# ---- dcache_miss_handler ----
Fig. 1: dcache_miss_handler, floorplan with the power grid
The bar under the picture is 200 um long. Pins as bars on the die edge. Tap cells in grey.
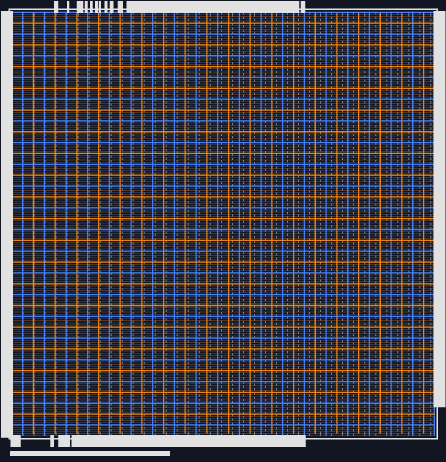
Fig. 2: dcache_miss_handler, cell classes on the final placement
The bar under the picture is 200 um long.
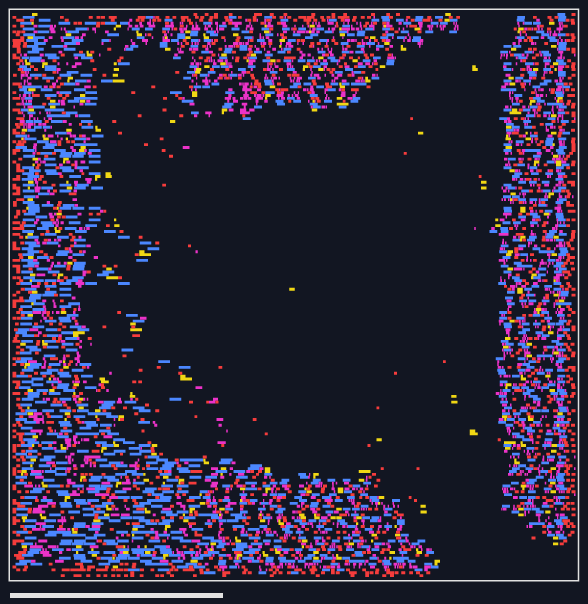
--- src/rtl/dcache_miss_handler.sv ---
// Data-cache miss handler: writes back a dirty victim as a beat burst, then fetches the missing block as a beat burst and hands it to the cache with a one-cycle block write enable.
// Latency: clean miss 11 cycles from miss to IDLE (FILL in cycle 10), dirty miss FILL in cycle 19, with memory always ready/valid.
// Backpressure: each cycle with mem_req_ready_i/mem_wready_i/mem_rvalid_i low adds one cycle; request, address and beat data hold until accepted.
//
// Ports:
//   clk_i, arst_i                 clock, synchronous active-high reset
//   miss_i, dirty_i               miss request and victim-dirty flag (sampled in IDLE only)
//   addr_i, addr_wb_i             miss address and victim block address
//   victim_block_i                victim block contents
//   refill_block_o, block_we_o    assembled refill block and its one-cycle write enable
//   stall_o                       pipeline stall request
//   mem_req_*                     burst request channel (valid/ready, we, block-aligned addr)
//   mem_w*                        write beat channel
//   mem_r*                        read beat channel
module dcache_miss_handler #(
  parameter int ADDR_WIDTH  = 64,
  parameter int DATA_WIDTH  = 64,
  parameter int BLOCK_WIDTH = 512
) (
  input  logic                   clk_i,
  input  logic                   arst_i,
  input  logic                   miss_i,
  input  logic                   dirty_i,
  input  logic [ADDR_WIDTH-1:0]  addr_i,
  input  logic [ADDR_WIDTH-1:0]  addr_wb_i,
  input  logic [BLOCK_WIDTH-1:0] victim_block_i,
  output logic [BLOCK_WIDTH-1:0] refill_block_o,
  output logic                   block_we_o,
  output logic                   stall_o,
  output logic                   mem_req_valid_o,
  input  logic                   mem_req_ready_i,
  output logic                   mem_req_we_o,
  output logic [ADDR_WIDTH-1:0]  mem_req_addr_o,
  output logic [DATA_WIDTH-1:0]  mem_wdata_o,
  output logic                   mem_wvalid_o,
  input  logic                   mem_wready_i,
  input  logic [DATA_WIDTH-1:0]  mem_rdata_i,
  input  logic                   mem_rvalid_i,
  output logic                   mem_rready_o
);

  localparam int BEATS = BLOCK_WIDTH / DATA_WIDTH;
  localparam int CNT_W = $clog2(BEATS);
  localparam logic [CNT_W-1:0] LAST_BEAT = CNT_W'(BEATS - 1);
  // Clears the byte-offset-within-block bits of an address.
  localparam logic [ADDR_WIDTH-1:0] ALIGN_MASK = ~ADDR_WIDTH'(BLOCK_WIDTH / 8 - 1);

  typedef enum logic [2:0] {
    IDLE,
    WB_REQ,
    WB_DATA,
    RD_REQ,
    RD_DATA,
    FILL
  } state_t;

  state_t state, state_nxt;
  logic [CNT_W-1:0] beat_cnt, beat_cnt_nxt;
  logic [ADDR_WIDTH-1:0] miss_addr, wb_addr;
  // Blocks viewed as beat arrays: element k occupies bits [DATA_WIDTH*k +: DATA_WIDTH].
  logic [BEATS-1:0][DATA_WIDTH-1:0] victim, refill;
  logic miss_take, rbeat_take;

  always_comb begin
    state_nxt       = state;
    beat_cnt_nxt    = beat_cnt;
    miss_take       = 1'b0;
    rbeat_take      = 1'b0;
    block_we_o      = 1'b0;
    mem_req_valid_o = 1'b0;
    mem_req_we_o    = 1'b0;
    mem_req_addr_o  = '0;
    mem_wdata_o     = '0;
    mem_wvalid_o    = 1'b0;
    mem_rready_o    = 1'b0;
    case (state)
      IDLE: begin
        if (miss_i) begin
          miss_take = 1'b1;
          state_nxt = dirty_i ? WB_REQ : RD_REQ;
        end
      end
      WB_REQ: begin
        mem_req_valid_o = 1'b1;
        mem_req_we_o    = 1'b1;
        mem_req_addr_o  = wb_addr;
        if (mem_req_ready_i) begin
          beat_cnt_nxt = '0;
          state_nxt    = WB_DATA;
        end
      end
      WB_DATA: begin
        mem_wvalid_o = 1'b1;
        mem_wdata_o  = victim[beat_cnt];
        if (mem_wready_i) begin
          if (beat_cnt == LAST_BEAT) begin
            beat_cnt_nxt = '0;
            state_nxt    = RD_REQ;
          end else begin
            beat_cnt_nxt = beat_cnt + 1'b1;
          end
        end
      end
      RD_REQ: begin
        mem_req_valid_o = 1'b1;
        mem_req_addr_o  = miss_addr;
        if (mem_req_ready_i) begin
          beat_cnt_nxt = '0;
          state_nxt    = RD_DATA;
        end
      end
      RD_DATA: begin
        mem_rready_o = 1'b1;
        if (mem_rvalid_i) begin
          rbeat_take = 1'b1;
          if (beat_cnt == LAST_BEAT) begin
            beat_cnt_nxt = '0;
            state_nxt    = FILL;
          end else begin
            beat_cnt_nxt = beat_cnt + 1'b1;
          end
        end
      end
      FILL: begin
        block_we_o = 1'b1;
        state_nxt  = IDLE;
      end
      default: state_nxt = IDLE;
    endcase
  end

  // The raw miss_i term lets the pipeline stall in the same cycle the miss is seen.
  assign stall_o        = (state != IDLE) | miss_i;
  assign refill_block_o = refill;

  always_ff @(posedge clk_i) begin
    if (arst_i) begin
      state     <= IDLE;
      beat_cnt  <= '0;
      miss_addr <= '0;
      wb_addr   <= '0;
      refill    <= '0;
    end else begin
      state    <= state_nxt;
      beat_cnt <= beat_cnt_nxt;
      if (miss_take) begin
        miss_addr <= addr_i & ALIGN_MASK;
        if (dirty_i) begin
          wb_addr <= addr_wb_i & ALIGN_MASK;
        end
      end
      if (rbeat_take) begin
        refill[beat_cnt] <= mem_rdata_i;
      end
    end
  end

  // Victim data is only ever read in WB_DATA after being loaded, so it needs no reset.
  always_ff @(posedge clk_i) begin
    if (miss_take && dirty_i) begin
      victim <= victim_block_i;
    end
  end

endmodule
--- config.mk ---
export PLATFORM = sky130hd
export DESIGN_NAME = dcache_miss_handler
export DESIGN_NICKNAME = d
export VERILOG_FILES = /design/src/rtl/dcache_miss_handler.sv
export SDC_FILE = /design/constraint.sdc
export NUM_CORES = 2
export LEC_CHECK = 0
export ABC_CLOCK_PERIOD_IN_PS = 19800
export CAP_MARGIN = 10
export CORE_AREA = 2 2 532 534
export CTS_BUF_LIST = sky130_fd_sc_hd__clkbuf_8
export DETAILED_ROUTE_END_ITERATION = 10
export DIE_AREA = 0 0 534 536
export MAX_ROUTING_LAYER = met4
export PLACE_DENSITY = 0.45
export SYNTH_ARGS = -nofsm -noshare
export SYNTH_HDL_FRONTEND = slang
export SYNTH_SLANG_ARGS = --single-unit
export TNS_END_PERCENT = 1
--- constraint.sdc ---
create_clock -name clk_i -period 19.8 [get_ports clk_i]
set_input_delay 3.96 -clock clk_i [delete_from_list [all_inputs] [get_ports clk_i]]
set_output_delay 3.96 -clock clk_i [all_outputs]
set_load 0.03 [all_outputs]
==> notes.md <==
fresh numbers from the pnr run: crit-path cells clkdlybuf4s50_1 -> nor2_1 -> nand2_1 -> clkdlybuf4s50_1, layout cells sized above 1 8.68%, VDD IR max 0.0497 mV, worst stage delay on the critical path 0.89 ns, post-synthesis area per instance 10.7 um2, cells after synthesis 4,007, worst slew pin tran 1.20 ns, Nets 5,997, total negative setup slack 0 ns, Routed Antenna Nets 0, final setup fails 0, num ports 1,357, top cells by count nand2_1, a21oi_1, dfxtp_1, Crit path top cell by count clkdlybuf4s50_1, Reg-to-Reg End victim[245]$_DFFE_PP_, DP Wirelength 167,000 um, unrepaired setup endpoints after global routing no, fin. max-slew vios 0, status completed, root buf cell clkbuf_8, FF-to-FF path depth 8, cell area after synthesis 42,700 um2, Yosys top cell by instances nand2_1, Max FO, Critical Path 4, grt ovf 0, Worst Hold Path EP refill_block_o[326]$_SDFFE_PP0P_, placed cells 8,808, Core Util, Final 22.9%, commonest non-fill, non-tap cell in the layout clkdlybuf4s50_1
## Picture notes: Fig. 1
Key: VSS = blue; VDD = orange
1,357 signal pins sit on the boundary. 3,743 tap cells. The core has 195 rows.

## Picture notes: Fig. 2
Key: other buffers and delay cells = red [cells 1,405]; clock drivers and dummy loads = yellow [cells 394]; flops = blue [cells 1,146]; all other logic = magenta [cells 2,514]
core area: 281,000 um2
row count: 195
post-route cell area: 64,300 um2

==> final cells by class <==
class	instances	area [um2]
fillers	30200	216000
flip-flops and latches	1146	28100
repair buffers	1405	13900
multi-input cells	2509	13200
well taps	3743	4680
clock buffers	245	3370
clock inverters	149	960
diodes	60	150
inverters	5	26.3
==> kinds of logic after synthesis <==
kind of cell    share of synthesized area (%)
mux                                      6.00
other cells                           0.00878
simple gates                             13.5
xor+xnor                               0.0205
flops                                    65.7
fa+ha+maj                              0.0586
compound gates                           10.9
buf+inv                                  3.87
==> state kept, by name (all words and copies together), names as in the netlist <==
name	cells
victim	512
beat_cnt	3
refill_block_o	512
miss_addr	58
wb_addr	58
state	3
==> where the power goes <==
part	switching [uW]	total, uW	leakage [uW]	internal (uW)
logic	283	500	0.00820	217
clock network	1110	2370	0.00249	1260
registers	41.9	2600	0.00985	2560
==> layer usage <==
metal | track usage (%) | wire, um | vias to the layer above
li1 | - | - | 16400
met1 | 17.2 | 87200 | 17600
met2 | 26.9 | 114000 | 1732
met3 | 4.33 | 18300 | 390
met4 | 4.55 | 7510 | 0
met5 | - | 0 | -

# ---- wavelet_calc_unit_flat ----
[src/rtl/wavelet_pkg.sv]
// Shared constants and types for the wavelet analysis channel.
package wavelet_pkg;

    localparam int BITS_PER_ELEM  = 8;
    localparam int FIR_NUM_ELEM   = 9;
    localparam int ACC_BITS       = 20;
    localparam int SUM_TRUNCATION = 8;

    // Packed signed 8-bit FIR coefficients, coef k = FILTER_VAL[8k+7:8k]
    localparam logic [FIR_NUM_ELEM*BITS_PER_ELEM-1:0] FILTER_VAL = 72'hf6dcc51c7c1cc5dcf6;

    // Output channel select codes
    localparam logic [7:0] SEL_RS      = 8'd0;
    localparam logic [7:0] SEL_WAVELET = 8'd1;
    localparam logic [7:0] SEL_RAW     = 8'd2;

    typedef enum logic [1:0] {
        IDLE = 2'd0,
        MAC  = 2'd1,
        DONE = 2'd2
    } fir_state_t;

endpackage

[src/rtl/wavelet_calc_unit_if.sv]
// Channel bus: sample inputs, FIR taps/strobes, select and channel outputs.
interface wavelet_calc_unit_if;
    import wavelet_pkg::*;

    logic [BITS_PER_ELEM-1:0]              i_new;
    logic [BITS_PER_ELEM-1:0]              i_old;
    logic                                  i_start_calc;
    logic [FIR_NUM_ELEM*BITS_PER_ELEM-1:0] i_fir_taps;
    logic                                  i_fir_start_calc;
    logic [7:0]                            i_select;
    logic                                  o_shift_in_rdy;
    logic [7:0]                            o_rs;
    logic [7:0]                            o_wavelet;
    logic                                  o_fir_busy;
    logic [7:0]                            o_mux;

    modport master (
        output i_new, i_old, i_start_calc, i_fir_taps, i_fir_start_calc, i_select,
        input  o_shift_in_rdy, o_rs, o_wavelet, o_fir_busy, o_mux
    );

    modport slave (
        input  i_new, i_old, i_start_calc, i_fir_taps, i_fir_start_calc, i_select,
        output o_shift_in_rdy, o_rs, o_wavelet, o_fir_busy, o_mux
    );

endinterface

[src/rtl/fir_mac.sv]
// Sequential 9-tap FIR: one multiply-accumulate per clock, then shift and
// reduce to 8 bits. Optional macro FIR_SATURATE_EN clamps the shifted sum
// to [-128, 127]; without it the low 8 bits are taken (wrap-around).
module fir_mac
    import wavelet_pkg::*;
(
    input  logic                                  clk,
    input  logic                                  rst,
    input  logic [FIR_NUM_ELEM*BITS_PER_ELEM-1:0] i_taps,
    input  logic                                  i_start,
    output logic [7:0]                            o_wavelet,
    output logic                                  o_busy
);

    fir_state_t                            r_state, w_state_next;
    logic [3:0]                            r_idx, w_idx_next;
    logic signed [ACC_BITS-1:0]            r_acc, w_acc_next;
    logic [7:0]                            r_wavelet, w_wavelet_next;
    logic                                  r_busy, w_busy_next;
    logic                                  w_load;
    logic [FIR_NUM_ELEM*BITS_PER_ELEM-1:0] r_taps;
    logic [7:0]                            w_result;
    logic signed [16:0]                    w_prod;

    logic signed [7:0] w_coef [FIR_NUM_ELEM];
    logic        [7:0] w_tap  [FIR_NUM_ELEM];

    genvar gi;
    generate
        for (gi = 0; gi < FIR_NUM_ELEM; gi++) begin : g_unpack
            assign w_coef[gi] = FILTER_VAL[8*gi +: 8];
            assign w_tap[gi]  = r_taps[8*gi +: 8];
        end
    endgenerate

    // Taps are unsigned, so a zero bit is prepended before the signed multiply
    assign w_prod = 17'(w_coef[r_idx]) * 17'($signed({1'b0, w_tap[r_idx]}));

`ifdef FIR_SATURATE_EN
    localparam int SH_BITS = ACC_BITS - SUM_TRUNCATION;
    localparam logic signed [SH_BITS-1:0] SAT_MAX = 127;
    localparam logic signed [SH_BITS-1:0] SAT_MIN = -128;
    logic signed [SH_BITS-1:0] w_shifted;

    assign w_shifted = SH_BITS'(r_acc >>> SUM_TRUNCATION);

    // Clamp the floor-shifted sum into the signed 8-bit range
    always_comb begin
        w_result = 8'(w_shifted);
        if (w_shifted > SAT_MAX) begin
            w_result = 8'h7f;
        end else if (w_shifted < SAT_MIN) begin
            w_result = 8'h80;
        end
    end
`else
    assign w_result = 8'(r_acc >>> SUM_TRUNCATION);
`endif

    // Capture the tap vector at the start edge so later changes are ignored
    always_ff @(posedge clk) begin
        if (w_load) begin
            r_taps <= i_taps;
        end
    end

    // FSM, index, accumulator and output registers
    always_ff @(posedge clk) begin
        if (rst) begin
            r_state   <= IDLE;
            r_idx     <= '0;
            r_acc     <= '0;
            r_wavelet <= '0;
            r_busy    <= 1'b0;
        end else begin
            r_state   <= w_state_next;
            r_idx     <= w_idx_next;
            r_acc     <= w_acc_next;
            r_wavelet <= w_wavelet_next;
            r_busy    <= w_busy_next;
        end
    end

    // Next-state logic: IDLE waits for a start, MAC walks the taps, DONE publishes
    always_comb begin
        w_state_next   = r_state;
        w_idx_next     = r_idx;
        w_acc_next     = r_acc;
        w_wavelet_next = r_wavelet;
        w_busy_next    = r_busy;
        w_load         = 1'b0;
        case (r_state)
            IDLE: begin
                if (i_start) begin
                    w_load       = 1'b1;
                    w_acc_next   = '0;
                    w_idx_next   = '0;
                    w_busy_next  = 1'b1;
                    w_state_next = MAC;
                end
            end
            MAC: begin
                w_acc_next = r_acc + ACC_BITS'(w_prod);
                w_idx_next = r_idx + 4'd1;
                if (r_idx == 4'(FIR_NUM_ELEM - 1)) begin
                    w_state_next = DONE;
                end
            end
            DONE: begin
                w_wavelet_next = w_result;
                w_busy_next    = 1'b0;
                w_state_next   = IDLE;
            end
            default: begin
                w_state_next = IDLE;
            end
        endcase
    end

    assign o_wavelet = r_wavelet;
    assign o_busy    = r_busy;

endmodule

[src/rtl/wavelet_calc_unit.sv]
// One analysis channel: rolling-sum moving average, sequential FIR (fir_mac)
// and a registered output selector. FIR clamping follows macro FIR_SATURATE_EN.
module wavelet_calc_unit
    import wavelet_pkg::*;
#(
    parameter int NUM_ELEM = 4
)(
    input  logic                clk,
    input  logic                rst,
    wavelet_calc_unit_if.slave  bus
);

    localparam int RS_BITS  = $clog2(NUM_ELEM * 255);
    localparam int RS_SHIFT = $clog2(NUM_ELEM);

    logic [RS_BITS-1:0] r_acc;
    logic [RS_BITS-1:0] w_rs_sum;
    logic [7:0]         r_rs;
    logic               r_rdy;
    logic [7:0]         r_mux;
    logic [7:0]         w_mux_next;
    logic [7:0]         w_wavelet;
    logic               w_fir_busy;

    // Window sum is updated incrementally: add the newest sample, drop the oldest
    assign w_rs_sum = r_acc + RS_BITS'(bus.i_new) - RS_BITS'(bus.i_old);

    // Rolling accumulator and averaged output with a one-cycle ready pulse
    always_ff @(posedge clk) begin
        if (rst) begin
            r_acc <= '0;
            r_rs  <= '0;
            r_rdy <= 1'b0;
        end else begin
            r_rdy <= bus.i_start_calc;
            if (bus.i_start_calc) begin
                r_acc <= w_rs_sum;
                r_rs  <= 8'(w_rs_sum >> RS_SHIFT);
            end
        end
    end

    // Channel select decode
    always_comb begin
        w_mux_next = 8'h00;
        case (bus.i_select)
            SEL_RS:      w_mux_next = r_rs;
            SEL_WAVELET: w_mux_next = w_wavelet;
            SEL_RAW:     w_mux_next = bus.i_new;
            default:     w_mux_next = 8'h00;
        endcase
    end

    // Registered output selector
    always_ff @(posedge clk) begin
        if (rst) begin
            r_mux <= '0;
        end else begin
            r_mux <= w_mux_next;
        end
    end

    fir_mac u_fir_mac (
        .clk       (clk),
        .rst       (rst),
        .i_taps    (bus.i_fir_taps),
        .i_start   (bus.i_fir_start_calc),
        .o_wavelet (w_wavelet),
        .o_busy    (w_fir_busy)
    );

    assign bus.o_rs           = r_rs;
    assign bus.o_shift_in_rdy = r_rdy;
    assign bus.o_wavelet      = w_wavelet;
    assign bus.o_fir_busy     = w_fir_busy;
    assign bus.o_mux          = r_mux;

endmodule

[src/flat_wrapper.sv]
// flat-port wrapper written by rule: the top's interface ports become plain ports
module wavelet_calc_unit_flat import wavelet_pkg::*;
#(
    parameter int NUM_ELEM = 4
)
  (clk, rst, bus_i_new, bus_i_old, bus_i_start_calc, bus_i_fir_taps, bus_i_fir_start_calc, bus_i_select, bus_o_shift_in_rdy, bus_o_rs, bus_o_wavelet, bus_o_fir_busy, bus_o_mux);
  wavelet_calc_unit_if bus_i ();
  input  logic clk;
  input  logic rst;
  input wire logic [$bits(bus_i.i_new)-1:0] bus_i_new;
  input wire logic [$bits(bus_i.i_old)-1:0] bus_i_old;
  input wire logic [$bits(bus_i.i_start_calc)-1:0] bus_i_start_calc;
  input wire logic [$bits(bus_i.i_fir_taps)-1:0] bus_i_fir_taps;
  input wire logic [$bits(bus_i.i_fir_start_calc)-1:0] bus_i_fir_start_calc;
  input wire logic [$bits(bus_i.i_select)-1:0] bus_i_select;
  output wire logic [$bits(bus_i.o_shift_in_rdy)-1:0] bus_o_shift_in_rdy;
  output wire logic [$bits(bus_i.o_rs)-1:0] bus_o_rs;
  output wire logic [$bits(bus_i.o_wavelet)-1:0] bus_o_wavelet;
  output wire logic [$bits(bus_i.o_fir_busy)-1:0] bus_o_fir_busy;
  output wire logic [$bits(bus_i.o_mux)-1:0] bus_o_mux;
  assign bus_i.i_new = bus_i_new;
  assign bus_i.i_old = bus_i_old;
  assign bus_i.i_start_calc = bus_i_start_calc;
  assign bus_i.i_fir_taps = bus_i_fir_taps;
  assign bus_i.i_fir_start_calc = bus_i_fir_start_calc;
  assign bus_i.i_select = bus_i_select;
  assign bus_o_shift_in_rdy = bus_i.o_shift_in_rdy;
  assign bus_o_rs = bus_i.o_rs;
  assign bus_o_wavelet = bus_i.o_wavelet;
  assign bus_o_fir_busy = bus_i.o_fir_busy;
  assign bus_o_mux = bus_i.o_mux;
  wavelet_calc_unit #(.NUM_ELEM(NUM_ELEM)) u_core (.clk(clk), .rst(rst), .bus(bus_i));
endmodule
[config.mk]
export PLATFORM = sky130hd
export DESIGN_NAME = wavelet_calc_unit_flat
export DESIGN_NICKNAME = d
export VERILOG_FILES = /design/src/rtl/wavelet_pkg.sv /design/src/rtl/wavelet_calc_unit_if.sv /design/src/rtl/fir_mac.sv /design/src/rtl/wavelet_calc_unit.sv /design/src/flat_wrapper.sv
export SDC_FILE = /design/constraint.sdc
export NUM_CORES = 1
export LEC_CHECK = 0
export CORE_MARGIN = 2
export CORE_UTILIZATION = 59
export DETAILED_ROUTE_END_ITERATION = 8
export PLACE_DENSITY = 0.87
export SLEW_MARGIN = 40
export SYNTH_ARGS = -nofsm -noshare
export SYNTH_HDL_FRONTEND = slang
export SYNTH_SLANG_ARGS = --single-unit
[constraint.sdc]
create_clock -name clk -period 17.2 [get_ports clk]
set_input_delay 3.44 -clock clk [delete_from_list [all_inputs] [get_ports clk]]
set_output_delay 3.44 -clock clk [all_outputs]
set_load 0.005 [all_outputs]
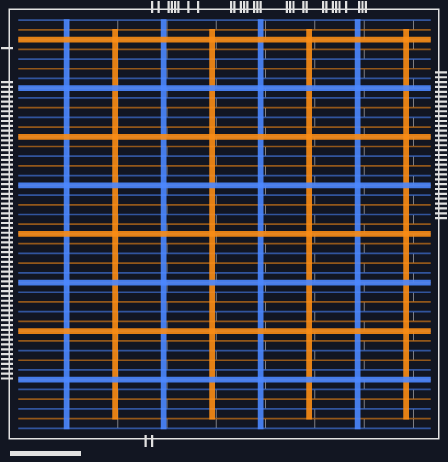
Fig. 3. Floorplan with the power grid (wavelet_calc_unit_flat).
The bar under the picture is 20 um long. Pins as bars on the die edge. Tap cells in grey.
Key: VDD = orange; VSS = blue
126 signal pins sit on the boundary. The core has 42 rows. 8 straps on met4. 8 straps on met5.
Die Span X: 120 um
core area: 13,200 um2
VDD IR max: 0.113 mV
Die Y: 120 um

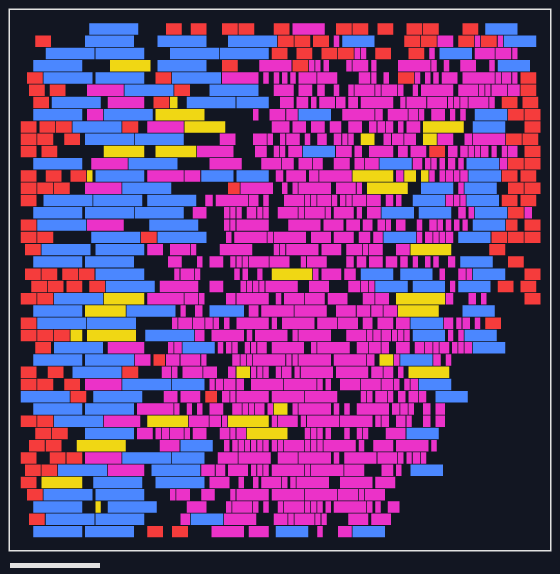
Fig. 4. Cell classes on the final placement (wavelet_calc_unit_flat).
The bar under the picture is 20 um long.
Key: all other logic = magenta [cells 570]; other buffers and delay cells = red [cells 129]; clock drivers and dummy loads = yellow [cells 32]; flops = blue [cells 122]
post-route cell area: 9880 um2
sequential share of cell area: 32.0%
Core Util, Final: 74.9%
row count: 42

==> notes.md <==
fresh numbers from the pnr run: total die size 14,400 um2, via/cell ratio 5.55, clock transition at the registers of the reported paths 0.06 ns, Levels on crit path 19, H-tree levels 4, n_taps 176, Pwr Density 163 nW/um2, max cap viols 0, yosys xor share 1.77%, multi-input logic portion of the cell area 42.0%, worst slack at placement 10.89 ns, Basic Gates by Area 10.5%, worst stage delay on the critical path 0.56 ns, Setup Skew 0.0110 ns, FP Core Util 60.0%, status completed, Synth Flop Type edfxtp_1, Non-CTS inverters 119, logic area 4150 um2, Seq share, synth 40.0%, Adder Share, Synth 24.6%, Startpoint Class flip-flop, Buffers, non-clock 129, layout cells sized above 1 8.09%
state kept, by name, indices dropped and copies added (netlist names):
name and flops:
u_core.u_fir_mac.o_busy 1, u_core.bus.o_shift_in_rdy 1, u_core.r_acc 2, u_core.u_fir_mac.r_state 2
u_core.u_fir_mac.r_acc 16, u_core.u_fir_mac.r_idx 4, u_core.bus.o_mux 8, u_core.u_fir_mac.o_wavelet 8
u_core.u_fir_mac.r_taps 72, u_core.bus.o_rs 8
cells in the final DEF (no fill, tap or decap), drive strengths merged, types with 5 or more instances in the layout:
cell	Yosys	layout
xnor2	13	13
inv	119	122
clkbuf	13	17
nand3	7	7
o21a	7	7
ha	61	61
nor2	62	62
a21oi	35	35
clkdlybuf4s50	0	125
edfxtp	72	72
dfxtp	50	50
o21ai	20	20
nand2	62	62
mux4	16	16
or3	5	5
nor2b	14	14
fa	59	59
clkinv	0	6
mux2i	19	19
a22o	7	7
a211oi	6	6
nand2b	10	10
nor3	5	5
where the power goes:
group	internal [uW]	total, uW	switching [uW]
clock network	242	378	136
registers	340	360	19.6
logic	404	869	465
total	987	1610	620


==> layout pictures side by side <==
Routed metal, one colour a layer.
(a)
The bar under the picture is 20 um long. Only two layers are drawn.
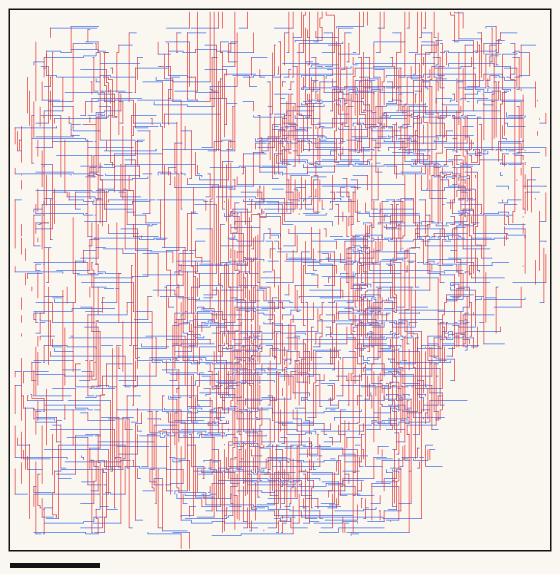
(b)
The bar under the picture is 200 um long. Only two layers are drawn.
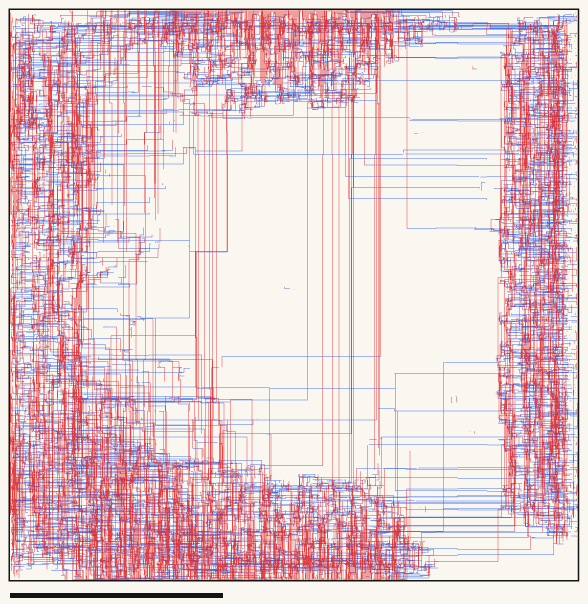
dcache_miss_handler: (b)
wavelet_calc_unit_flat: (a)

Key to (a):
Key: met1 = blue [wire length 6,830 um]; met2 = red [wire length 9,080 um]


==> screenshots <==
Clock distribution.
Plate I
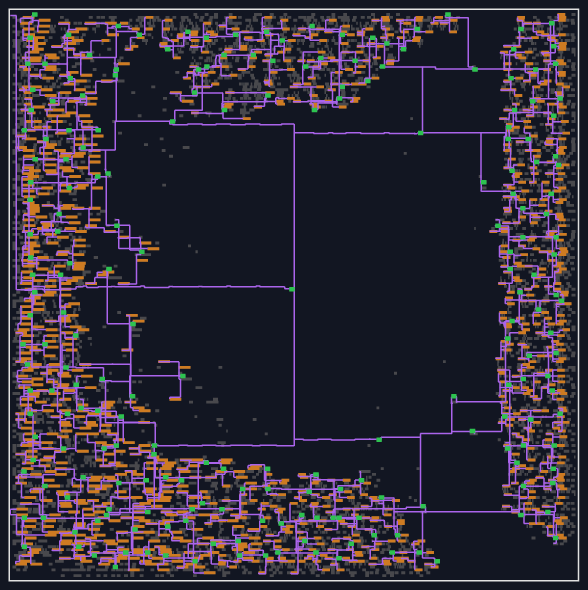
Plate II
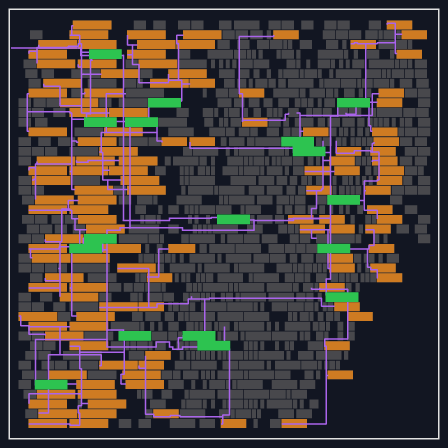
The one with the most sequential cells is Plate I.
Plate II comes from wavelet_calc_unit_flat.
Plate I comes from dcache_miss_handler.

Power is estimated from default activity; no workload was simulated.
